==================== lock_code_sender_flat
==> lock_code_sender_flat/clock_nets.png <==
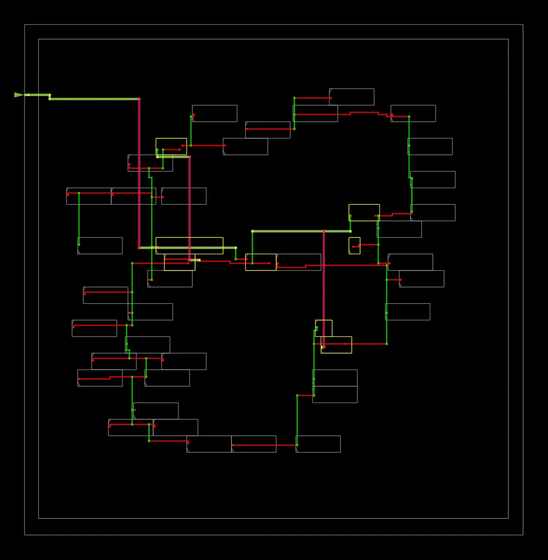

`src/rtl/lock_pkg.sv`:
```
// Shared types and defaults for the lock code sender.
package lock_pkg;

  typedef enum logic [2:0] {
    S_IDLE,
    S_SETUP,
    S_STROBE,
    S_GAP,
    S_WAIT,
    S_DONE
  } state_t;

  localparam int DIGIT_W_DEF    = 4;
  localparam int NUM_DIGITS_DEF = 4;

  // Combination the reference lock ships with; handy for benches.
  localparam logic [NUM_DIGITS_DEF*DIGIT_W_DEF-1:0] DEFAULT_CODE = 16'h2580;

endpackage

```
`src/rtl/lock_code_sender_if.sv`:
```
// Keypad-side handshake between the code sender and its user/lock.
interface lock_code_sender_if #(
  parameter int NUM_DIGITS = 4,
  parameter int DIGIT_W    = 4
);
  logic                          start;
  logic [NUM_DIGITS*DIGIT_W-1:0] code_in;
  logic                          unlocked_in;
  logic                          error_in;
  logic [DIGIT_W-1:0]            digit_out;
  logic                          enter_out;
  logic                          busy;
  logic                          done;
  logic                          pass;
  logic                          fail;
  logic                          timeout;

  modport master (
    output start, code_in, unlocked_in, error_in,
    input  digit_out, enter_out, busy, done, pass, fail, timeout
  );

  modport slave (
    input  start, code_in, unlocked_in, error_in,
    output digit_out, enter_out, busy, done, pass, fail, timeout
  );
endinterface

```
`src/rtl/lock_delay_counter.sv`:
```
// Loadable down-counter; expired is high while the count sits at zero.
module lock_delay_counter #(
  parameter int CNT_W = 5
) (
  input  logic             clk,
  input  logic             reset,
  input  logic             load,
  input  logic [CNT_W-1:0] load_val,
  output logic             expired
);
  logic [CNT_W-1:0] cnt;

  // Load wins; otherwise count down and park at zero.
  always_ff @(posedge clk) begin
    if (reset)              cnt <= '0;
    else if (load)          cnt <= load_val;
    else if (cnt != '0)     cnt <= cnt - 1'b1;
  end

  assign expired = (cnt == '0);
endmodule

```
`src/rtl/lock_code_sender.sv`:
```
// Plays a stored combination into the lock as digit/enter strobes and
// reports pass, fail or timeout from the lock's status LEDs.
module lock_code_sender
  import lock_pkg::*;
#(
  parameter int NUM_DIGITS     = NUM_DIGITS_DEF,
  parameter int DIGIT_W        = DIGIT_W_DEF,
  parameter int GAP_CYCLES     = 2,
  parameter int TIMEOUT_CYCLES = 16
) (
  input  logic             clk,
  input  logic             reset,
  lock_code_sender_if.slave bus
);
  localparam int CODE_W  = NUM_DIGITS * DIGIT_W;
  localparam int IDX_W   = (NUM_DIGITS > 1) ? $clog2(NUM_DIGITS) : 1;
  localparam int MAX_CYC = (GAP_CYCLES > TIMEOUT_CYCLES) ? GAP_CYCLES : TIMEOUT_CYCLES;
  localparam int CNT_W   = $clog2(MAX_CYC + 1);
  localparam logic [IDX_W-1:0] LAST_IDX = IDX_W'(NUM_DIGITS - 1);

  state_t             state_q, state_d;
  logic [IDX_W-1:0]   idx_q, idx_d;
  logic [CODE_W-1:0]  code_q, code_d;
  logic [DIGIT_W-1:0] digit_q, digit_d;
  logic               enter_q, enter_d;
  logic               busy_q, busy_d;
  logic               done_q, done_d;
  logic               pass_q, pass_d;
  logic               fail_q, fail_d;
  logic               tmo_q, tmo_d;
  logic               cnt_load;
  logic [CNT_W-1:0]   cnt_val;
  logic               cnt_expired;

  // Digit i counted from the most significant end of the code word.
  function automatic logic [DIGIT_W-1:0] digit_at(input logic [CODE_W-1:0] c, input int i);
    logic [CODE_W-1:0] sh;
    sh = c >> ((NUM_DIGITS - 1 - i) * DIGIT_W);
    return sh[DIGIT_W-1:0];
  endfunction

  lock_delay_counter #(.CNT_W(CNT_W)) u_delay (
    .clk      (clk),
    .reset    (reset),
    .load     (cnt_load),
    .load_val (cnt_val),
    .expired  (cnt_expired)
  );

  // Next state plus next values of every registered output.
  always_comb begin
    state_d  = state_q;
    idx_d    = idx_q;
    code_d   = code_q;
    digit_d  = digit_q;
    enter_d  = 1'b0;
    pass_d   = pass_q;
    fail_d   = fail_q;
    tmo_d    = tmo_q;
    cnt_load = 1'b0;
    cnt_val  = '0;
    case (state_q)
      S_IDLE: if (bus.start) begin
        code_d  = bus.code_in;
        idx_d   = '0;
        digit_d = digit_at(bus.code_in, 0);
        pass_d  = 1'b0;
        fail_d  = 1'b0;
        tmo_d   = 1'b0;
        state_d = S_SETUP;
      end
      S_SETUP: begin
        enter_d = 1'b1;
        state_d = S_STROBE;
      end
      S_STROBE: begin
        if (bus.error_in) begin
          fail_d  = 1'b1;
          state_d = S_DONE;
        end else begin
          cnt_load = 1'b1;
          cnt_val  = CNT_W'(GAP_CYCLES - 1);
          state_d  = S_GAP;
        end
      end
      S_GAP: begin
        if (bus.error_in) begin
          fail_d  = 1'b1;
          state_d = S_DONE;
        end else if (cnt_expired) begin
          if (idx_q == LAST_IDX) begin
            cnt_load = 1'b1;
            cnt_val  = CNT_W'(TIMEOUT_CYCLES - 1);
            state_d  = S_WAIT;
          end else begin
            idx_d   = idx_q + 1'b1;
            digit_d = digit_at(code_q, int'(idx_q) + 1);
            state_d = S_SETUP;
          end
        end
      end
      S_WAIT: begin
        // Error has priority over unlocked when both arrive together.
        if (bus.error_in) begin
          fail_d  = 1'b1;
          state_d = S_DONE;
        end else if (bus.unlocked_in) begin
          pass_d  = 1'b1;
          state_d = S_DONE;
        end else if (cnt_expired) begin
          fail_d  = 1'b1;
          tmo_d   = 1'b1;
          state_d = S_DONE;
        end
      end
      S_DONE:  state_d = S_IDLE;
      default: state_d = S_IDLE;
    endcase
    busy_d = (state_d == S_SETUP) || (state_d == S_STROBE) ||
             (state_d == S_GAP)   || (state_d == S_WAIT);
    done_d = (state_d == S_DONE);
  end

  // State and output registers; reset drops any strobe on the same edge.
  always_ff @(posedge clk) begin
    if (reset) begin
      state_q <= S_IDLE;
      idx_q   <= '0;
      code_q  <= '0;
      digit_q <= '0;
      enter_q <= 1'b0;
      busy_q  <= 1'b0;
      done_q  <= 1'b0;
      pass_q  <= 1'b0;
      fail_q  <= 1'b0;
      tmo_q   <= 1'b0;
    end else begin
      state_q <= state_d;
      idx_q   <= idx_d;
      code_q  <= code_d;
      digit_q <= digit_d;
      enter_q <= enter_d;
      busy_q  <= busy_d;
      done_q  <= done_d;
      pass_q  <= pass_d;
      fail_q  <= fail_d;
      tmo_q   <= tmo_d;
    end
  end

  assign bus.digit_out = digit_q;
  assign bus.enter_out = enter_q;
  assign bus.busy      = busy_q;
  assign bus.done      = done_q;
  assign bus.pass      = pass_q;
  assign bus.fail      = fail_q;
  assign bus.timeout   = tmo_q;
endmodule

```
`src/flat_wrapper.sv`:
```
// flat-port wrapper written by rule: the top's interface ports become plain ports
module lock_code_sender_flat import lock_pkg::*;
#(
  parameter int NUM_DIGITS     = NUM_DIGITS_DEF,
  parameter int DIGIT_W        = DIGIT_W_DEF,
  parameter int GAP_CYCLES     = 2,
  parameter int TIMEOUT_CYCLES = 16
)
  (clk, reset, bus_start, bus_code_in, bus_unlocked_in, bus_error_in, bus_digit_out, bus_enter_out, bus_busy, bus_done, bus_pass, bus_fail, bus_timeout);
  lock_code_sender_if #(.NUM_DIGITS(NUM_DIGITS), .DIGIT_W(DIGIT_W)) bus_i ();
  input  logic clk;
  input  logic reset;
  input wire logic [$bits(bus_i.start)-1:0] bus_start;
  input wire logic [$bits(bus_i.code_in)-1:0] bus_code_in;
  input wire logic [$bits(bus_i.unlocked_in)-1:0] bus_unlocked_in;
  input wire logic [$bits(bus_i.error_in)-1:0] bus_error_in;
  output wire logic [$bits(bus_i.digit_out)-1:0] bus_digit_out;
  output wire logic [$bits(bus_i.enter_out)-1:0] bus_enter_out;
  output wire logic [$bits(bus_i.busy)-1:0] bus_busy;
  output wire logic [$bits(bus_i.done)-1:0] bus_done;
  output wire logic [$bits(bus_i.pass)-1:0] bus_pass;
  output wire logic [$bits(bus_i.fail)-1:0] bus_fail;
  output wire logic [$bits(bus_i.timeout)-1:0] bus_timeout;
  assign bus_i.start = bus_start;
  assign bus_i.code_in = bus_code_in;
  assign bus_i.unlocked_in = bus_unlocked_in;
  assign bus_i.error_in = bus_error_in;
  assign bus_digit_out = bus_i.digit_out;
  assign bus_enter_out = bus_i.enter_out;
  assign bus_busy = bus_i.busy;
  assign bus_done = bus_i.done;
  assign bus_pass = bus_i.pass;
  assign bus_fail = bus_i.fail;
  assign bus_timeout = bus_i.timeout;
  lock_code_sender #(.NUM_DIGITS(NUM_DIGITS), .DIGIT_W(DIGIT_W), .GAP_CYCLES(GAP_CYCLES), .TIMEOUT_CYCLES(TIMEOUT_CYCLES)) u_core (.clk(clk), .reset(reset), .bus(bus_i));
endmodule
```
`config.mk`:
```
export PLATFORM = sky130hd
export DESIGN_NAME = lock_code_sender_flat
export DESIGN_NICKNAME = d
export VERILOG_FILES = /design/src/rtl/lock_pkg.sv /design/src/rtl/lock_code_sender_if.sv /design/src/rtl/lock_delay_counter.sv /design/src/rtl/lock_code_sender.sv /design/src/flat_wrapper.sv
export SDC_FILE = /design/constraint.sdc
export NUM_CORES = 1
export LEC_CHECK = 0
export CAP_MARGIN = 15
export CORE_AREA = 2 2 80 82
export CTS_CLUSTER_SIZE = 16
export DETAILED_ROUTE_END_ITERATION = 6
export DIE_AREA = 0 0 82 84
export GPL_TIMING_DRIVEN = 0
export SYNTH_ARGS = -nofsm -noshare
export SYNTH_HDL_FRONTEND = slang
export SYNTH_SLANG_ARGS = --single-unit
```
`constraint.sdc`:
```
create_clock -name clk -period 2.2 [get_ports clk]
set_clock_uncertainty 0.15 [all_clocks]
set_input_delay 0.44 -clock clk [delete_from_list [all_inputs] [get_ports clk]]
set_output_delay 0.44 -clock clk [all_outputs]
set_load 0.05 [all_outputs]
```
==================== rename_issue_queue
### config.mk
export PLATFORM = sky130hd
export DESIGN_NAME = rename_issue_queue
export DESIGN_NICKNAME = d
export VERILOG_FILES = /design/src/rtl/rename_issue_queue.sv
export SDC_FILE = /design/constraint.sdc
export NUM_CORES = 1
export LEC_CHECK = 0
export ABC_AREA = 1
export CORE_ASPECT_RATIO = 0.9
export CORE_UTILIZATION = 50
export CTS_CLUSTER_DIAMETER = 200
export CTS_CLUSTER_SIZE = 16
export DETAILED_ROUTE_END_ITERATION = 10
export MAX_ROUTING_LAYER = met4
export PLACE_DENSITY_LB_ADDON = 0.15
export SLEW_MARGIN = 20
export SYNTH_ARGS = -nofsm -noshare
export SYNTH_HDL_FRONTEND = slang
export SYNTH_SLANG_ARGS = --single-unit
### constraint.sdc
create_clock -name clk_i -period 3.9 [get_ports clk_i]
set_clock_uncertainty 0.15 [all_clocks]
set_input_delay 0.39 -clock clk_i [delete_from_list [all_inputs] [get_ports clk_i]]
set_output_delay 0.39 -clock clk_i [all_outputs]
set_load 0.005 [all_outputs]
### src/rtl/rename_issue_queue.sv
`default_nettype none
// +----------------------------------------------------------------------+
// | rename_issue_queue: circular uop FIFO between decode and dispatch,   |
// | 2-wide push, up to MAX_UOPS-wide pop, with sent/stall counters.      |
// | Revision: 1.0                                                        |
// +----------------------------------------------------------------------+

package rename_issue_queue_pkg;
    typedef enum logic [3:0] {
        UOP_INT_ALU  = 4'd0,
        UOP_INT_MUL  = 4'd1,
        UOP_LD_U8    = 4'd2,
        UOP_LD_U32   = 4'd3,
        UOP_ST_U8    = 4'd4,
        UOP_ST_U32   = 4'd5,
        UOP_BRANCH   = 4'd6,
        UOP_CAP_JUMP = 4'd7,
        UOP_FP_ADD   = 4'd8,
        UOP_CSR      = 4'd9
    } uop_tag_t;
endpackage

module rename_issue_queue
    import rename_issue_queue_pkg::*;
#(
    parameter int DEPTH    = 8,
    parameter int MAX_UOPS = 2
) (
    input  logic                         clk_i,
    input  logic                         rst_ni,
    input  logic                         decode_valid_i,
    input  uop_tag_t                     decode_uop0_i,
    input  uop_tag_t                     decode_uop1_i,
    input  logic [1:0]                   decode_uop_count_i,
    output logic                         decode_ready_o,
    input  logic                         flush_i,
    input  logic                         dispatch_ready_i,
    output logic                         rename_valid_o,
    output uop_tag_t                     rename_uop0_o,
    output uop_tag_t                     rename_uop1_o,
    output logic [1:0]                   rename_uop_count_o,
    output logic [$clog2(DEPTH+1)-1:0]   occupancy_o,
    output logic [15:0]                  sent_uop_count_o,
    output logic [15:0]                  stall_cycle_count_o
);

    localparam int PTR_W = $clog2(DEPTH);
    localparam int OCC_W = $clog2(DEPTH+1);

    uop_tag_t           mem_q [DEPTH];
    uop_tag_t           mem_d [DEPTH];
    logic [PTR_W-1:0]   head_q, head_d, tail_q, tail_d;
    logic [PTR_W-1:0]   head_nxt, tail_nxt;
    logic [OCC_W-1:0]   occ_q, occ_d;
    logic [15:0]        sent_q, sent_d, stall_q, stall_d;
    logic [16:0]        sent_sum, stall_sum;
    logic [1:0]         push_cnt, pop_cnt;

    assign head_nxt = head_q + PTR_W'(1);
    assign tail_nxt = tail_q + PTR_W'(1);

    // Ready looks only at registered occupancy; a concurrent pop earns no credit.
    assign decode_ready_o = !flush_i && (occ_q <= OCC_W'(DEPTH - 2));
    assign rename_valid_o = (occ_q != '0) && !flush_i;

    always_comb begin
        rename_uop_count_o = 2'd0;
        if (rename_valid_o) begin
            if (MAX_UOPS == 1 || occ_q == OCC_W'(1)) begin
                rename_uop_count_o = 2'd1;
            end else begin
                rename_uop_count_o = 2'd2;
            end
        end
    end

    assign rename_uop0_o = (occ_q != '0) ? mem_q[head_q] : UOP_INT_ALU;
    assign rename_uop1_o = (rename_uop_count_o == 2'd2) ? mem_q[head_nxt] : UOP_INT_ALU;

    assign pop_cnt = (rename_valid_o && dispatch_ready_i) ? rename_uop_count_o : 2'd0;

    always_comb begin
        push_cnt = 2'd0;
        if (decode_valid_i && decode_ready_o) begin
            if (decode_uop_count_i == 2'd1) begin
                push_cnt = 2'd1;
            end else if (decode_uop_count_i != 2'd0) begin
                push_cnt = 2'd2;
            end
        end
    end

    always_comb begin
        mem_d = mem_q;
        if (push_cnt != 2'd0) begin
            mem_d[tail_q] = decode_uop0_i;
        end
        if (push_cnt == 2'd2) begin
            mem_d[tail_nxt] = decode_uop1_i;
        end

        head_d = head_q + PTR_W'(pop_cnt);
        tail_d = tail_q + PTR_W'(push_cnt);
        occ_d  = occ_q + OCC_W'(push_cnt) - OCC_W'(pop_cnt);
        if (flush_i) begin
            head_d = '0;
            tail_d = '0;
            occ_d  = '0;
        end

        sent_sum  = {1'b0, sent_q} + 17'(pop_cnt);
        stall_sum = {1'b0, stall_q} + 17'(rename_valid_o && !dispatch_ready_i);
        sent_d    = sent_sum[16]  ? 16'hFFFF : sent_sum[15:0];
        stall_d   = stall_sum[16] ? 16'hFFFF : stall_sum[15:0];
    end

    always_ff @(posedge clk_i or negedge rst_ni) begin
        if (!rst_ni) begin
            head_q  <= '0;
            tail_q  <= '0;
            occ_q   <= '0;
            sent_q  <= '0;
            stall_q <= '0;
        end else begin
            head_q  <= head_d;
            tail_q  <= tail_d;
            occ_q   <= occ_d;
            sent_q  <= sent_d;
            stall_q <= stall_d;
        end
    end

    // Payload storage is not reset; occupancy alone decides what is live.
    always_ff @(posedge clk_i) begin
        mem_q <= mem_d;
    end

    assign occupancy_o         = occ_q;
    assign sent_uop_count_o    = sent_q;
    assign stall_cycle_count_o = stall_q;

endmodule
`default_nettype wire
==================== alu_issue_ctrl_flat
## config.mk

```make
export PLATFORM = sky130hd
export DESIGN_NAME = alu_issue_ctrl_flat
export DESIGN_NICKNAME = d
export VERILOG_FILES = /design/src/rtl/alu_issue_ctrl_pkg.sv /design/src/rtl/alu_issue_ctrl_if.sv /design/src/rtl/alu_issue_ctrl_alu_op_decoder.sv /design/src/rtl/alu_issue_ctrl.sv /design/src/flat_wrapper.sv
export SDC_FILE = /design/constraint.sdc
export NUM_CORES = 1
export LEC_CHECK = 0
export ABC_AREA = 1
export CAP_MARGIN = 10
export CELL_PAD_IN_SITES_DETAIL_PLACEMENT = 1
export CELL_PAD_IN_SITES_GLOBAL_PLACEMENT = 1
export CORE_MARGIN = 1
export CORE_UTILIZATION = 32
export CTS_CLUSTER_SIZE = 40
export DETAILED_ROUTE_END_ITERATION = 8
export GPL_ROUTABILITY_DRIVEN = 0
export GPL_TIMING_DRIVEN = 0
export PLACE_DENSITY = 0.88
export RECOVER_POWER = 50
export SYNTH_ARGS = -nofsm -noshare
export SYNTH_HDL_FRONTEND = slang
export SYNTH_HIERARCHICAL = 1
export SYNTH_SLANG_ARGS = --single-unit
```

## constraint.sdc

```tcl
create_clock -name clk -period 3.9 [get_ports clk]
set_input_delay 0.78 -clock clk [delete_from_list [all_inputs] [get_ports clk]]
set_output_delay 0.78 -clock clk [all_outputs]
set_load 0.02 [all_outputs]
```

## src/rtl/alu_issue_ctrl_pkg.sv

```systemverilog
// Shared definitions for the ALU issue controller: opcode/funct codes,
// ALU select codes, PC source codes, instruction classes and FSM states.
package alu_issue_ctrl_pkg;

    localparam logic [5:0] OP_RTYPE = 6'b000000;
    localparam logic [5:0] OP_ADDI  = 6'b001000;
    localparam logic [5:0] OP_ANDI  = 6'b001100;
    localparam logic [5:0] OP_ORI   = 6'b001101;
    localparam logic [5:0] OP_SLTI  = 6'b001010;
    localparam logic [5:0] OP_LW    = 6'b100011;
    localparam logic [5:0] OP_SW    = 6'b101011;
    localparam logic [5:0] OP_BEQ   = 6'b000100;
    localparam logic [5:0] OP_BNE   = 6'b000101;
    localparam logic [5:0] OP_J     = 6'b000010;

    localparam logic [5:0] FN_ADD  = 6'b100000;
    localparam logic [5:0] FN_SUB  = 6'b100010;
    localparam logic [5:0] FN_AND  = 6'b100100;
    localparam logic [5:0] FN_OR   = 6'b100101;
    localparam logic [5:0] FN_SLL  = 6'b000000;
    localparam logic [5:0] FN_SRL  = 6'b000010;
    localparam logic [5:0] FN_SLT  = 6'b101010;
    localparam logic [5:0] FN_SLTU = 6'b101011;

    typedef enum logic [2:0] {
        ALU_ADD  = 3'd0,
        ALU_SUB  = 3'd1,
        ALU_AND  = 3'd2,
        ALU_OR   = 3'd3,
        ALU_SLL  = 3'd4,
        ALU_SRL  = 3'd5,
        ALU_SLT  = 3'd6,
        ALU_SLTU = 3'd7
    } alu_op_e;

    typedef enum logic [1:0] {
        PC_SEQ    = 2'd0,
        PC_BRANCH = 2'd1,
        PC_JUMP   = 2'd2
    } pc_src_e;

    typedef enum logic [2:0] {
        CLS_ALU,
        CLS_LOAD,
        CLS_STORE,
        CLS_BEQ,
        CLS_BNE,
        CLS_JUMP,
        CLS_NONE
    } op_class_e;

    typedef enum logic [3:0] {
        ST_FETCH,
        ST_DECODE,
        ST_EXEC,
        ST_WB,
        ST_MEM_ADDR,
        ST_MEM_RD,
        ST_MEM_WB,
        ST_MEM_WR,
        ST_BRANCH,
        ST_JUMP
    } state_e;

endpackage

```

## src/rtl/alu_issue_ctrl_if.sv

```systemverilog
// Handshake and datapath-control bundle between the issue controller
// (master) and the memories/datapath (slave).
interface alu_issue_ctrl_if #(
    parameter int SEL_W = 6,
    parameter int CNT_W = 32
);
    logic             instr_valid;
    logic [31:0]      instr;
    logic             mem_ready;
    logic             zero_flag;
    logic             instr_req;
    logic             ir_write;
    logic [SEL_W-1:0] alu_sel;
    logic             alu_src_b;
    logic             pc_write;
    logic [1:0]       pc_src;
    logic             mem_read;
    logic             mem_write;
    logic             reg_write;
    logic             mem_to_reg;
    logic             illegal;
    logic [CNT_W-1:0] retired;

    modport master (
        input  instr_valid, instr, mem_ready, zero_flag,
        output instr_req, ir_write, alu_sel, alu_src_b, pc_write, pc_src,
               mem_read, mem_write, reg_write, mem_to_reg, illegal, retired
    );

    modport slave (
        output instr_valid, instr, mem_ready, zero_flag,
        input  instr_req, ir_write, alu_sel, alu_src_b, pc_write, pc_src,
               mem_read, mem_write, reg_write, mem_to_reg, illegal, retired
    );
endinterface

```

## src/rtl/alu_issue_ctrl_alu_op_decoder.sv

```systemverilog
// Combinational opcode/funct classifier: instruction class, ALU operation,
// operand-B source and legality.
module alu_op_decoder
    import alu_issue_ctrl_pkg::*;
(
    input  logic [5:0] opcode,
    input  logic [5:0] funct,
    output op_class_e  op_class,
    output alu_op_e    alu_sel,
    output logic       alu_src_b,
    output logic       legal
);

    // Table lookup; unknown opcodes and unknown R-type functs fall to CLS_NONE.
    always_comb begin
        op_class  = CLS_NONE;
        alu_sel   = ALU_ADD;
        alu_src_b = 1'b0;
        case (opcode)
            OP_RTYPE: begin
                op_class = CLS_ALU;
                case (funct)
                    FN_ADD:  alu_sel = ALU_ADD;
                    FN_SUB:  alu_sel = ALU_SUB;
                    FN_AND:  alu_sel = ALU_AND;
                    FN_OR:   alu_sel = ALU_OR;
                    FN_SLL:  alu_sel = ALU_SLL;
                    FN_SRL:  alu_sel = ALU_SRL;
                    FN_SLT:  alu_sel = ALU_SLT;
                    FN_SLTU: alu_sel = ALU_SLTU;
                    default: op_class = CLS_NONE;
                endcase
            end
            OP_ADDI: begin op_class = CLS_ALU; alu_sel = ALU_ADD; alu_src_b = 1'b1; end
            OP_ANDI: begin op_class = CLS_ALU; alu_sel = ALU_AND; alu_src_b = 1'b1; end
            OP_ORI:  begin op_class = CLS_ALU; alu_sel = ALU_OR;  alu_src_b = 1'b1; end
            OP_SLTI: begin op_class = CLS_ALU; alu_sel = ALU_SLT; alu_src_b = 1'b1; end
            OP_LW:   op_class = CLS_LOAD;
            OP_SW:   op_class = CLS_STORE;
            OP_BEQ:  op_class = CLS_BEQ;
            OP_BNE:  op_class = CLS_BNE;
            OP_J:    op_class = CLS_JUMP;
            default: op_class = CLS_NONE;
        endcase
        legal = (op_class != CLS_NONE);
    end

endmodule

```

## src/rtl/alu_issue_ctrl.sv

```systemverilog
// Multi-cycle issue controller: fetches an instruction, decodes it, drives
// ALU/PC/register-file/data-memory controls and counts retired instructions.
module alu_issue_ctrl
    import alu_issue_ctrl_pkg::*;
#(
    parameter int SEL_W = 6,
    parameter int CNT_W = 32
) (
    input logic             clk,
    input logic             reset_n,
    alu_issue_ctrl_if.master bus
);

    state_e           state_q, state_d;
    logic [5:0]       opcode_q, funct_q;
    logic [CNT_W-1:0] retired_q;
    logic             retire;

    op_class_e dec_class;
    alu_op_e   dec_alu;
    logic      dec_src_b;
    logic      dec_legal;

    logic    instr_req, ir_write, alu_src_b, pc_write;
    logic    mem_read, mem_write, reg_write, mem_to_reg, illegal;
    alu_op_e alu_op;
    pc_src_e pc_src;
    logic    take_branch;

    // Only opcode and funct are consumed here; the rest belongs to the datapath.
    logic unused_instr_bits;
    assign unused_instr_bits = ^bus.instr[25:6];

    alu_op_decoder u_dec (
        .opcode    (opcode_q),
        .funct     (funct_q),
        .op_class  (dec_class),
        .alu_sel   (dec_alu),
        .alu_src_b (dec_src_b),
        .legal     (dec_legal)
    );

    // State register.
    always_ff @(posedge clk or negedge reset_n) begin
        if (!reset_n) state_q <= ST_FETCH;
        else          state_q <= state_d;
    end

    // Capture opcode/funct when the fetched word is accepted.
    always_ff @(posedge clk or negedge reset_n) begin
        if (!reset_n) begin
            opcode_q <= '0;
            funct_q  <= '0;
        end else if (state_q == ST_FETCH && bus.instr_valid) begin
            opcode_q <= bus.instr[31:26];
            funct_q  <= bus.instr[5:0];
        end
    end

    // Retired-instruction counter, wraps naturally at 2^CNT_W.
    always_ff @(posedge clk or negedge reset_n) begin
        if (!reset_n)    retired_q <= '0;
        else if (retire) retired_q <= retired_q + CNT_W'(1);
    end

    assign take_branch = (dec_class == CLS_BEQ &&  bus.zero_flag) ||
                         (dec_class == CLS_BNE && !bus.zero_flag);

    // Next-state and control decode. ir_write/pc_write in FETCH follow
    // instr_valid so the PC only advances when a word is actually taken.
    always_comb begin
        state_d    = state_q;
        instr_req  = 1'b0;
        ir_write   = 1'b0;
        alu_op     = ALU_ADD;
        alu_src_b  = 1'b0;
        pc_write   = 1'b0;
        pc_src     = PC_SEQ;
        mem_read   = 1'b0;
        mem_write  = 1'b0;
        reg_write  = 1'b0;
        mem_to_reg = 1'b0;
        illegal    = 1'b0;
        retire     = 1'b0;
        case (state_q)
            ST_FETCH: begin
                instr_req = 1'b1;
                if (bus.instr_valid) begin
                    ir_write = 1'b1;
                    pc_write = 1'b1;
                    state_d  = ST_DECODE;
                end
            end
            ST_DECODE: begin
                illegal = !dec_legal;
                case (dec_class)
                    CLS_ALU:            state_d = ST_EXEC;
                    CLS_LOAD, CLS_STORE: state_d = ST_MEM_ADDR;
                    CLS_BEQ, CLS_BNE:   state_d = ST_BRANCH;
                    CLS_JUMP:           state_d = ST_JUMP;
                    default:            state_d = ST_FETCH;
                endcase
            end
            ST_EXEC: begin
                alu_op    = dec_alu;
                alu_src_b = dec_src_b;
                state_d   = ST_WB;
            end
            ST_WB: begin
                reg_write = 1'b1;
                retire    = 1'b1;
                state_d   = ST_FETCH;
            end
            ST_MEM_ADDR: begin
                alu_src_b = 1'b1;
                state_d   = (dec_class == CLS_LOAD) ? ST_MEM_RD : ST_MEM_WR;
            end
            ST_MEM_RD: begin
                mem_read  = 1'b1;
                alu_src_b = 1'b1;
                if (bus.mem_ready) state_d = ST_MEM_WB;
            end
            ST_MEM_WB: begin
                reg_write  = 1'b1;
                mem_to_reg = 1'b1;
                retire     = 1'b1;
                state_d    = ST_FETCH;
            end
            ST_MEM_WR: begin
                mem_write = 1'b1;
                alu_src_b = 1'b1;
                if (bus.mem_ready) begin
                    retire  = 1'b1;
                    state_d = ST_FETCH;
                end
            end
            ST_BRANCH: begin
                alu_op = ALU_SUB;
                if (take_branch) begin
                    pc_write = 1'b1;
                    pc_src   = PC_BRANCH;
                end
                retire  = 1'b1;
                state_d = ST_FETCH;
            end
            ST_JUMP: begin
                pc_write = 1'b1;
                pc_src   = PC_JUMP;
                retire   = 1'b1;
                state_d  = ST_FETCH;
            end
            default: state_d = ST_FETCH;
        endcase
    end

    assign bus.instr_req  = instr_req;
    assign bus.ir_write   = ir_write;
    assign bus.alu_sel    = SEL_W'(alu_op);
    assign bus.alu_src_b  = alu_src_b;
    assign bus.pc_write   = pc_write;
    assign bus.pc_src     = pc_src;
    assign bus.mem_read   = mem_read;
    assign bus.mem_write  = mem_write;
    assign bus.reg_write  = reg_write;
    assign bus.mem_to_reg = mem_to_reg;
    assign bus.illegal    = illegal;
    assign bus.retired    = retired_q;

endmodule
```

## src/flat_wrapper.sv

```systemverilog
// flat-port wrapper written by rule: the top's interface ports become plain ports
module alu_issue_ctrl_flat import alu_issue_ctrl_pkg::*;
#(
    parameter int SEL_W = 6,
    parameter int CNT_W = 32
)
  (clk, reset_n, bus_instr_valid, bus_instr, bus_mem_ready, bus_zero_flag, bus_instr_req, bus_ir_write, bus_alu_sel, bus_alu_src_b, bus_pc_write, bus_pc_src, bus_mem_read, bus_mem_write, bus_reg_write, bus_mem_to_reg, bus_illegal, bus_retired);
  alu_issue_ctrl_if #(.SEL_W(SEL_W), .CNT_W(CNT_W)) bus_i ();
  input logic clk;
  input logic reset_n;
  input wire logic [$bits(bus_i.instr_valid)-1:0] bus_instr_valid;
  input wire logic [$bits(bus_i.instr)-1:0] bus_instr;
  input wire logic [$bits(bus_i.mem_ready)-1:0] bus_mem_ready;
  input wire logic [$bits(bus_i.zero_flag)-1:0] bus_zero_flag;
  output wire logic [$bits(bus_i.instr_req)-1:0] bus_instr_req;
  output wire logic [$bits(bus_i.ir_write)-1:0] bus_ir_write;
  output wire logic [$bits(bus_i.alu_sel)-1:0] bus_alu_sel;
  output wire logic [$bits(bus_i.alu_src_b)-1:0] bus_alu_src_b;
  output wire logic [$bits(bus_i.pc_write)-1:0] bus_pc_write;
  output wire logic [$bits(bus_i.pc_src)-1:0] bus_pc_src;
  output wire logic [$bits(bus_i.mem_read)-1:0] bus_mem_read;
  output wire logic [$bits(bus_i.mem_write)-1:0] bus_mem_write;
  output wire logic [$bits(bus_i.reg_write)-1:0] bus_reg_write;
  output wire logic [$bits(bus_i.mem_to_reg)-1:0] bus_mem_to_reg;
  output wire logic [$bits(bus_i.illegal)-1:0] bus_illegal;
  output wire logic [$bits(bus_i.retired)-1:0] bus_retired;
  assign bus_i.instr_valid = bus_instr_valid;
  assign bus_i.instr = bus_instr;
  assign bus_i.mem_ready = bus_mem_ready;
  assign bus_i.zero_flag = bus_zero_flag;
  assign bus_instr_req = bus_i.instr_req;
  assign bus_ir_write = bus_i.ir_write;
  assign bus_alu_sel = bus_i.alu_sel;
  assign bus_alu_src_b = bus_i.alu_src_b;
  assign bus_pc_write = bus_i.pc_write;
  assign bus_pc_src = bus_i.pc_src;
  assign bus_mem_read = bus_i.mem_read;
  assign bus_mem_write = bus_i.mem_write;
  assign bus_reg_write = bus_i.reg_write;
  assign bus_mem_to_reg = bus_i.mem_to_reg;
  assign bus_illegal = bus_i.illegal;
  assign bus_retired = bus_i.retired;
  alu_issue_ctrl #(.SEL_W(SEL_W), .CNT_W(CNT_W)) u_core (.clk(clk), .reset_n(reset_n), .bus(bus_i));
endmodule
```

==================== cache_mem_arbiter
==> config.mk <==
export PLATFORM = sky130hd
export DESIGN_NAME = cache_mem_arbiter
export DESIGN_NICKNAME = d
export VERILOG_FILES = /design/src/rtl/cache_mem_arbiter.sv
export SDC_FILE = /design/constraint.sdc
export NUM_CORES = 1
export LEC_CHECK = 0
export CORE_AREA = 2 2 120 122
export CTS_BUF_LIST = sky130_fd_sc_hd__clkbuf_8
export CTS_CLUSTER_SIZE = 24
export DETAILED_ROUTE_END_ITERATION = 10
export DIE_AREA = 0 0 122 124
export MAX_ROUTING_LAYER = met4
export PLACE_DENSITY = 0.57
export SLEW_MARGIN = 20
export SYNTH_ARGS = -nofsm -noshare
export SYNTH_HDL_FRONTEND = slang
export SYNTH_SLANG_ARGS = --single-unit
==> constraint.sdc <==
create_clock -name clk -period 4.4 [get_ports clk]
set_input_delay 0.66 -clock clk [delete_from_list [all_inputs] [get_ports clk]]
set_output_delay 0.66 -clock clk [all_outputs]
set_load 0.01 [all_outputs]
==> src/rtl/cache_mem_arbiter.sv <==
// Two-master (icache / dcache) to one-slave SRAM-like bus arbiter, one transaction outstanding.
// Define ARB_ROUND_ROBIN_EN for round-robin arbitration; default is data priority with anti-starvation.
module cache_mem_arbiter #(
    parameter int STARVE_LIMIT = 4
) (
    input  logic        clk,
    input  logic        rst,

    input  logic        inst_req,
    input  logic        inst_wr,
    input  logic [1:0]  inst_size,
    input  logic [31:0] inst_addr,
    input  logic [31:0] inst_wdata,
    output logic [31:0] inst_rdata,
    output logic        inst_addr_ok,
    output logic        inst_data_ok,

    input  logic        data_req,
    input  logic        data_wr,
    input  logic [1:0]  data_size,
    input  logic [31:0] data_addr,
    input  logic [31:0] data_wdata,
    output logic [31:0] data_rdata,
    output logic        data_addr_ok,
    output logic        data_data_ok,

    output logic        mem_req,
    output logic        mem_wr,
    output logic [1:0]  mem_size,
    output logic [31:0] mem_addr,
    output logic [31:0] mem_wdata,
    input  logic [31:0] mem_rdata,
    input  logic        mem_addr_ok,
    input  logic        mem_data_ok
);

    typedef enum logic [1:0] {
        IDLE,
        ADDR,
        DATA
    } state_t;

    state_t state, state_next;
    logic   owner, owner_next;
    logic   any_req;
    logic   sel;
    logic   cur_owner;
    logic   cur_req;
    logic   resp;

`ifdef ARB_ROUND_ROBIN_EN
    logic   last_owner;
`else
    localparam logic [2:0] STARVE_MAX = 3'(STARVE_LIMIT);
    logic [2:0] starve_cnt;
`endif

    // Owner selection while IDLE; owner encoding is 0=inst, 1=data.
    always_comb begin
        any_req = inst_req | data_req;
        sel     = data_req;
`ifdef ARB_ROUND_ROBIN_EN
        if (inst_req && data_req)
            sel = ~last_owner;
`else
        if (inst_req && data_req && (starve_cnt == STARVE_MAX))
            sel = 1'b0;
`endif
    end

    assign cur_owner = (state == IDLE) ? sel : owner;
    assign cur_req   = cur_owner ? data_req : inst_req;

    // Bus forwarding: request only outside DATA, and never while reset is held.
    always_comb begin
        mem_req   = ~rst & (state != DATA) & cur_req;
        mem_wr    = mem_req & (cur_owner ? data_wr : inst_wr);
        mem_size  = cur_owner ? data_size  : inst_size;
        mem_addr  = cur_owner ? data_addr  : inst_addr;
        mem_wdata = cur_owner ? data_wdata : inst_wdata;
    end

    assign inst_addr_ok = mem_addr_ok & mem_req & ~cur_owner;
    assign data_addr_ok = mem_addr_ok & mem_req &  cur_owner;

    assign resp         = ~rst & (state == DATA) & mem_data_ok;
    assign inst_data_ok = resp & ~owner;
    assign data_data_ok = resp &  owner;

    assign inst_rdata = mem_rdata;
    assign data_rdata = mem_rdata;

    always_comb begin
        state_next = state;
        owner_next = owner;
        case (state)
            IDLE: begin
                if (any_req) begin
                    owner_next = sel;
                    state_next = mem_addr_ok ? DATA : ADDR;
                end
            end
            ADDR: begin
                if (mem_req && mem_addr_ok)
                    state_next = DATA;
            end
            DATA: begin
                if (mem_data_ok)
                    state_next = IDLE;
            end
            default: state_next = IDLE;
        endcase
    end

    always_ff @(posedge clk) begin
        if (rst) begin
            state <= IDLE;
            owner <= 1'b0;
        end else begin
            state <= state_next;
            owner <= owner_next;
        end
    end

`ifdef ARB_ROUND_ROBIN_EN
    // Remember who finished last so a tie goes to the other master.
    always_ff @(posedge clk) begin
        if (rst)
            last_owner <= 1'b0;
        else if (resp)
            last_owner <= owner;
    end
`else
    // Counts data grants taken while inst waits; saturates so the tie flips to inst.
    always_ff @(posedge clk) begin
        if (rst) begin
            starve_cnt <= 3'd0;
        end else if (state == IDLE) begin
            if (!inst_req || (any_req && !sel))
                starve_cnt <= 3'd0;
            else if (sel && starve_cnt != STARVE_MAX)
                starve_cnt <= starve_cnt + 3'd1;
        end
    end
`endif

endmodule

==> lock_code_sender_flat/route_heat.png <==
Drawn at 4 px/um. 16 x 17 tiles, from dark purple (low) to yellow (high), scaled to the fullest tile. Values are wire area over tile area, all layers added.
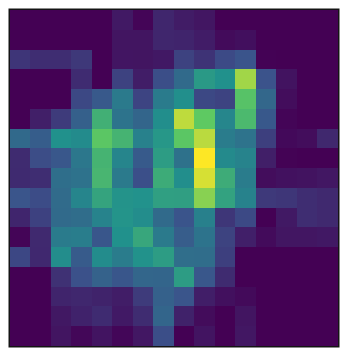
fullest tile: 0.45
tiles over half the peak: 13%
emptiest ninth of the die: bottom right
nearly empty tiles: 30%
densest ninth of the die: middle
global routing usage summed across all routing layers: 12.8%
post-DR wirelength/cell: 13.2 um
aggregate routed wire length: 4.12 mm
vias: 1519

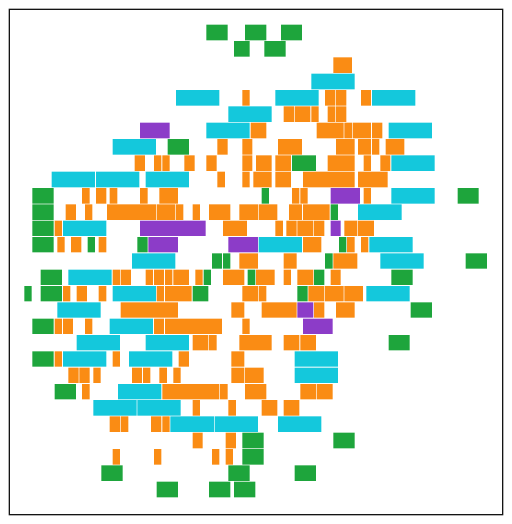
(lock_code_sender_flat/class_map.png)
Drawn at 6 px/um.
legend:
  clock drivers and dummy loads:
    color: purple
    cells: 8
    share_of_their_area: 5.1%
  remaining logic cells:
    color: orange
    cells: 146
    share_of_their_area: 45%
  registers:
    color: cyan
    cells: 36
    share_of_their_area: 33%
  remaining buffers and delay cells:
    color: green
    cells: 44
    share_of_their_area: 17%
fraction of standard cell area that is sequential: 31.9%
core area: 6100 um2
final core utilization: 37.1%
Rows: 29

About lock_code_sender_flat/clock_nets.png:
clock buffers created by TritonCTS: 5
count of clock-net buffers in the final layout: 5
CTS Sinks: 36
power in the clock group: 0.578 mW
Insertion Delay late pin: 0.29 ns

==> results.txt, lock_code_sender_flat <==
Physical design

The flow ran to the end, and the final reports show no timing, DRC or antenna violations. The power report attributes to the clock group a share of a little under a quarter. The area of all sequential standard cells stands at 721 um2.

The warning count from the yosys run stands at 0. After synthesis, the cell types taking the most area are sky130_fd_sc_hd__dfxtp_1, sky130_fd_sc_hd__nand2_1, sky130_fd_sc_hd__a21oi_1. The worst hold slack stands at 0.302 ns. The leakage component of the power was reported as around 0.82 nW.

The flow reports that combinational logic draws roughly 40% of the design power. For this design the top-level I/O count stands at 31. Summed over all sequential cells, the power is 0.870 mW. Synthesis handed over a netlist of approximately 200 instances. For this run the aggregate overflow at the end of global routing stands at 0. The design draws 2.41 mW. 144 cells are multi-input combinational gates. The minimum clock period after layout stands at 2.07 ns. Among all cell classes, the greatest summed area belongs to combinational gates. Grouping non-sequential cells by family puts the most area in simple AND/OR/NAND/NOR gates. The worst supply voltage drop on vdd stands at between 0.4 and 0.5 mV.

The internal portion of the total power is 1.54 mW. Leaving out fill and tap cells, the most frequent cells in the layout are sky130_fd_sc_hd__nand2_1, sky130_fd_sc_hd__dfxtp_1, sky130_fd_sc_hd__clkdlybuf4s50_1, sky130_fd_sc_hd__a21oi_1, sky130_fd_sc_hd__nor2_1. The buffer-and-inverter tally for the worst setup path stands at 1. The AND-OR/OR-AND share of the synthesized area stands at 16.5%. The buffer count excluding the clock tree in the final layout stands at 44. The worst hold path was traced through 2 stages. The share of the synthesized area in the top cell type stands at 41.1%.
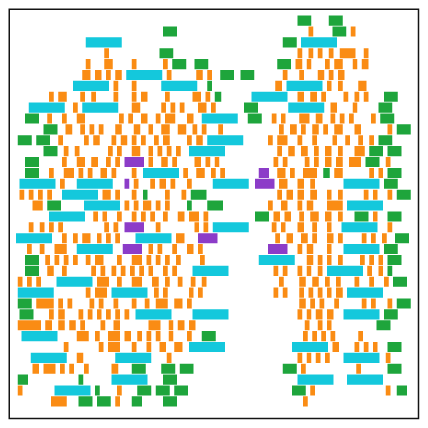
(alu_issue_ctrl_flat/class_map.png)
Drawn at 4 px/um.
legend:
  remaining buffers and delay cells:
    color: green
    cells: 74
    share_of_their_area: 18%
  remaining logic cells:
    color: orange
    cells: 428
    share_of_their_area: 49%
  registers:
    color: cyan
    cells: 48
    share_of_their_area: 31%
  clock drivers and dummy loads:
    color: purple
    cells: 8
    share_of_their_area: 2.4%
final instance area: 4050 um2
core area: 9730 um2

==> results.txt, alu_issue_ctrl_flat <==
Physical design

The final power report lists total power as 2.24 mW. The flow ran to the end, but the final reports show violations. The largest individual stage delay along the critical path comes from the cell sky130_fd_sc_hd__clkdlybuf4s50_1.

The via count of the first global-routing pass came to 3627. The run reported a max-capacitance violation count of 1. The minimum clock period after layout stands at 3.53 ns.

STA classifies the critical path endpoint as an output pin. The setup slack after placement stands at 0.704 ns. Looking at the setup timing report, the critical path kind is reg2out. The die covers 10400 um2. According to the floorplan report, the die width is 102 um. Global routing consumed, over all layers together, about a fifth of the routing resources. The timing report lists the critical path depth as 13 cells. For this run, asynchronously set or reset flops after synthesis account for 100%. The layout report lists the multi-input gate area as 1660 um2.

Measured against the total synthesized area, the mux share comes to 0%. In this run the vertical extent of the chip is between 100 and 150 um. The number of buffers added by the clock tree synthesis step stands at 5.

For the clock group, total power comes out at 0.324 mW. The checks that failed: max-capacitance violations, max-slew violations. Pins over their slew limit in the final report were tallied at 32.
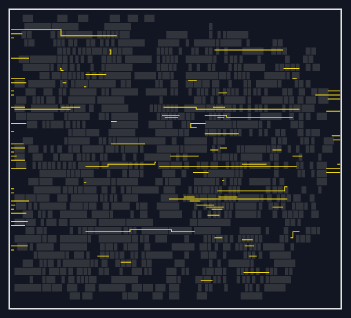
(rename_issue_queue/m3.png)
Drawn at 3 px/um.
main direction: horizontal
longest straight run: 45.5 um

==> results.txt, rename_issue_queue <==
Physical design

In the final layout, the multi-input gates occupy 2940 um2. The launch point of the critical path was reported as head_q[0]. After layout, the buffer instance count without clock buffers stands at around 67. The depth of the CTS H-tree stands at 3. The count of sequential standard cells stands at 74.

The AND-OR/OR-AND share of the synthesized area stands at 13.9%. The aggregate negative setup slack stands at 0 ns. Based on the critical path, the design can be clocked at up to 310 MHz. The run finished with clean final reports. The slowest stage of the critical path is the sky130_fd_sc_hd__xnor2_1 cell. Across the VDD grid, the largest voltage drop is between 0.3 and 0.4 mV.

The area of all sequential standard cells stands at 1690 um2. Pins over their slew limit in the final report were tallied at 0. The non-clock buffering overhead in the final layout stands at between 10% and 20%.

For this block, the routed nets add up to 12.9 mm of wire. The count of buffers added on input and output ports is 62. Across all hold checks on the routed design, the worst slack comes to 0.0363 ns. The buffer-and-inverter tally for the worst setup path stands at 1. The via count of the first global-routing pass is about 4600. The startpoint identified for the worst register-to-register timing path is occupancy_o[3]. By area, combinational gates come first.
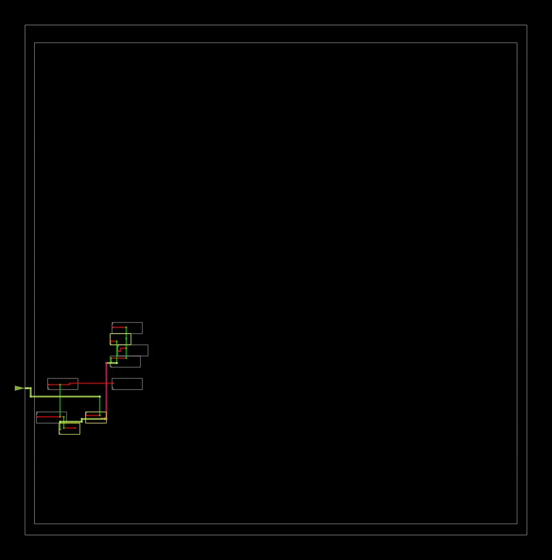
(cache_mem_arbiter/clock_nets.png)
CTS Sinks: 6
Insertion Delay late pin: 0.22 ns
FF+latch count: 6

==> results.txt, cache_mem_arbiter <==
Physical design

The highest metal layer carrying signal wires in the routed design is met4. The kind of cell with the highest combined delay along the critical path is buffers and inverters. Sorting the Yosys area breakdown by cell type puts at the top sky130_fd_sc_hd__mux2_2. In this run the static leakage power is 1.28 nW. The flow ran to the end, and the final reports show no timing, DRC or antenna violations. The routed design shows a wire length per standard cell of about 15 um.

The plain and repair buffers instantiated in the layout total ~210. By count the netlist is led by sky130_fd_sc_hd__buf_4, sky130_fd_sc_hd__mux2_2, sky130_fd_sc_hd__buf_2, sky130_fd_sc_hd__mux2_1, sky130_fd_sc_hd__dfxtp_1. The startpoint identified for the worst hold timing path is starve_cnt[1]. Among logic cells in the layout, the one with the most instances is sky130_fd_sc_hd__clkdlybuf4s50_1. The wire length on met1 stands at 2.87 mm.

For the finished layout, the period the worst path requires is 3.67 ns. The cell internal power dissipation stands at ~0.46 mW. The via count of the first global-routing pass stands at 1878.

The inverter count of the layout excluding clock inverters stands at 2. The number of max-cap violations stands at 0. 308 I/O pins were placed. The combinational share of cell area stands at a little under 30%. The setup slack of the most critical reg-to-reg path stands at 2.84 ns. The script extracted a net switching power of 0.214 mW. TritonCTS built the clock tree.

==> layout pictures side by side <==
Sizing map.
Plate I
Drawn at 3 px/um.
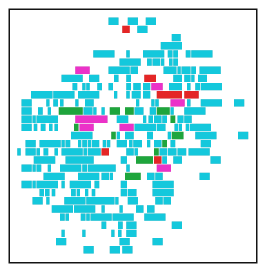
Plate II
Drawn at 3 px/um.
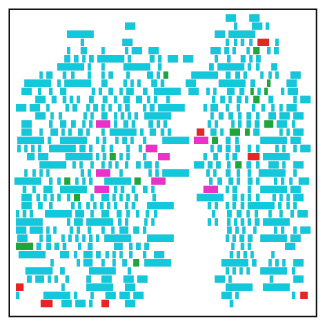
Plate III
Drawn at 2 px/um.
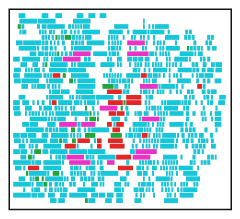
Plate IV
Drawn at 2 px/um.
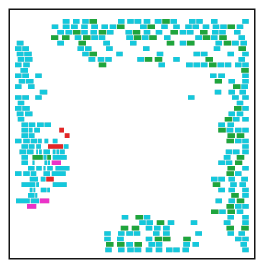
- Plate IV = cache_mem_arbiter
- Plate III = rename_issue_queue
- Plate I = lock_code_sender_flat
- Plate II = alu_issue_ctrl_flat
The one with the most cells is Plate III.



==> gallery <==
M3 wires.
(a)
Drawn at 4 px/um.
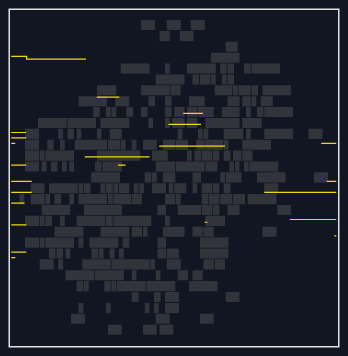
(b)
Drawn at 3 px/um.
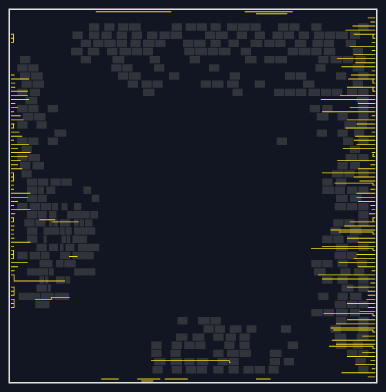
(c)
Drawn at 4 px/um.
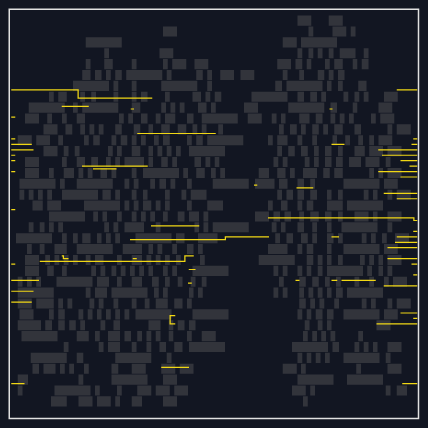
cache_mem_arbiter: (b)
lock_code_sender_flat: (a)
alu_issue_ctrl_flat: (c)


==> layout pictures side by side <==
Wiring heat map.
panel A
Drawn at 4 px/um. 20 x 20 tiles, from dark purple (low) to yellow (high), scaled to the fullest tile. Values are wire area over tile area, all layers added.
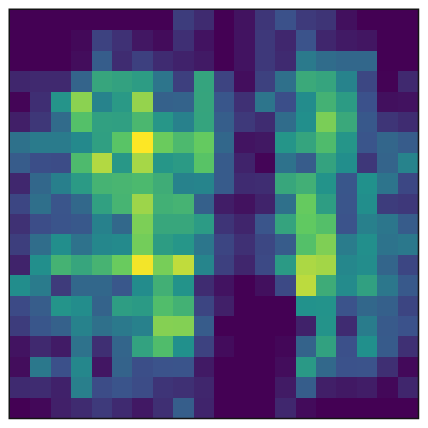
panel B
Drawn at 3 px/um. 24 x 25 tiles, from dark purple (low) to yellow (high), scaled to the fullest tile. Values are wire area over tile area, all layers added.
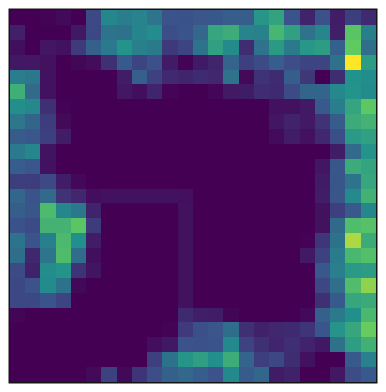
panel C
Drawn at 3 px/um. 22 x 20 tiles, from dark purple (low) to yellow (high), scaled to the fullest tile. Values are wire area over tile area, all layers added.
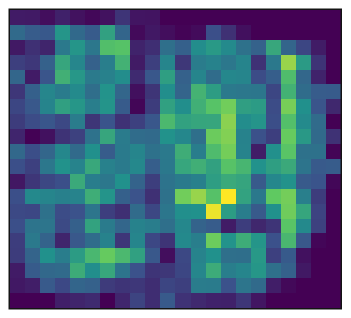
alu_issue_ctrl_flat -> panel A
cache_mem_arbiter -> panel B
rename_issue_queue -> panel C

Key to panel B:
emptiest ninth of the die: middle
fullest tile: 0.54
tiles over half the peak: 9.5%
mean over tiles: 0.086

Power figures rest on the tool's default switching activity, not on a simulated workload.
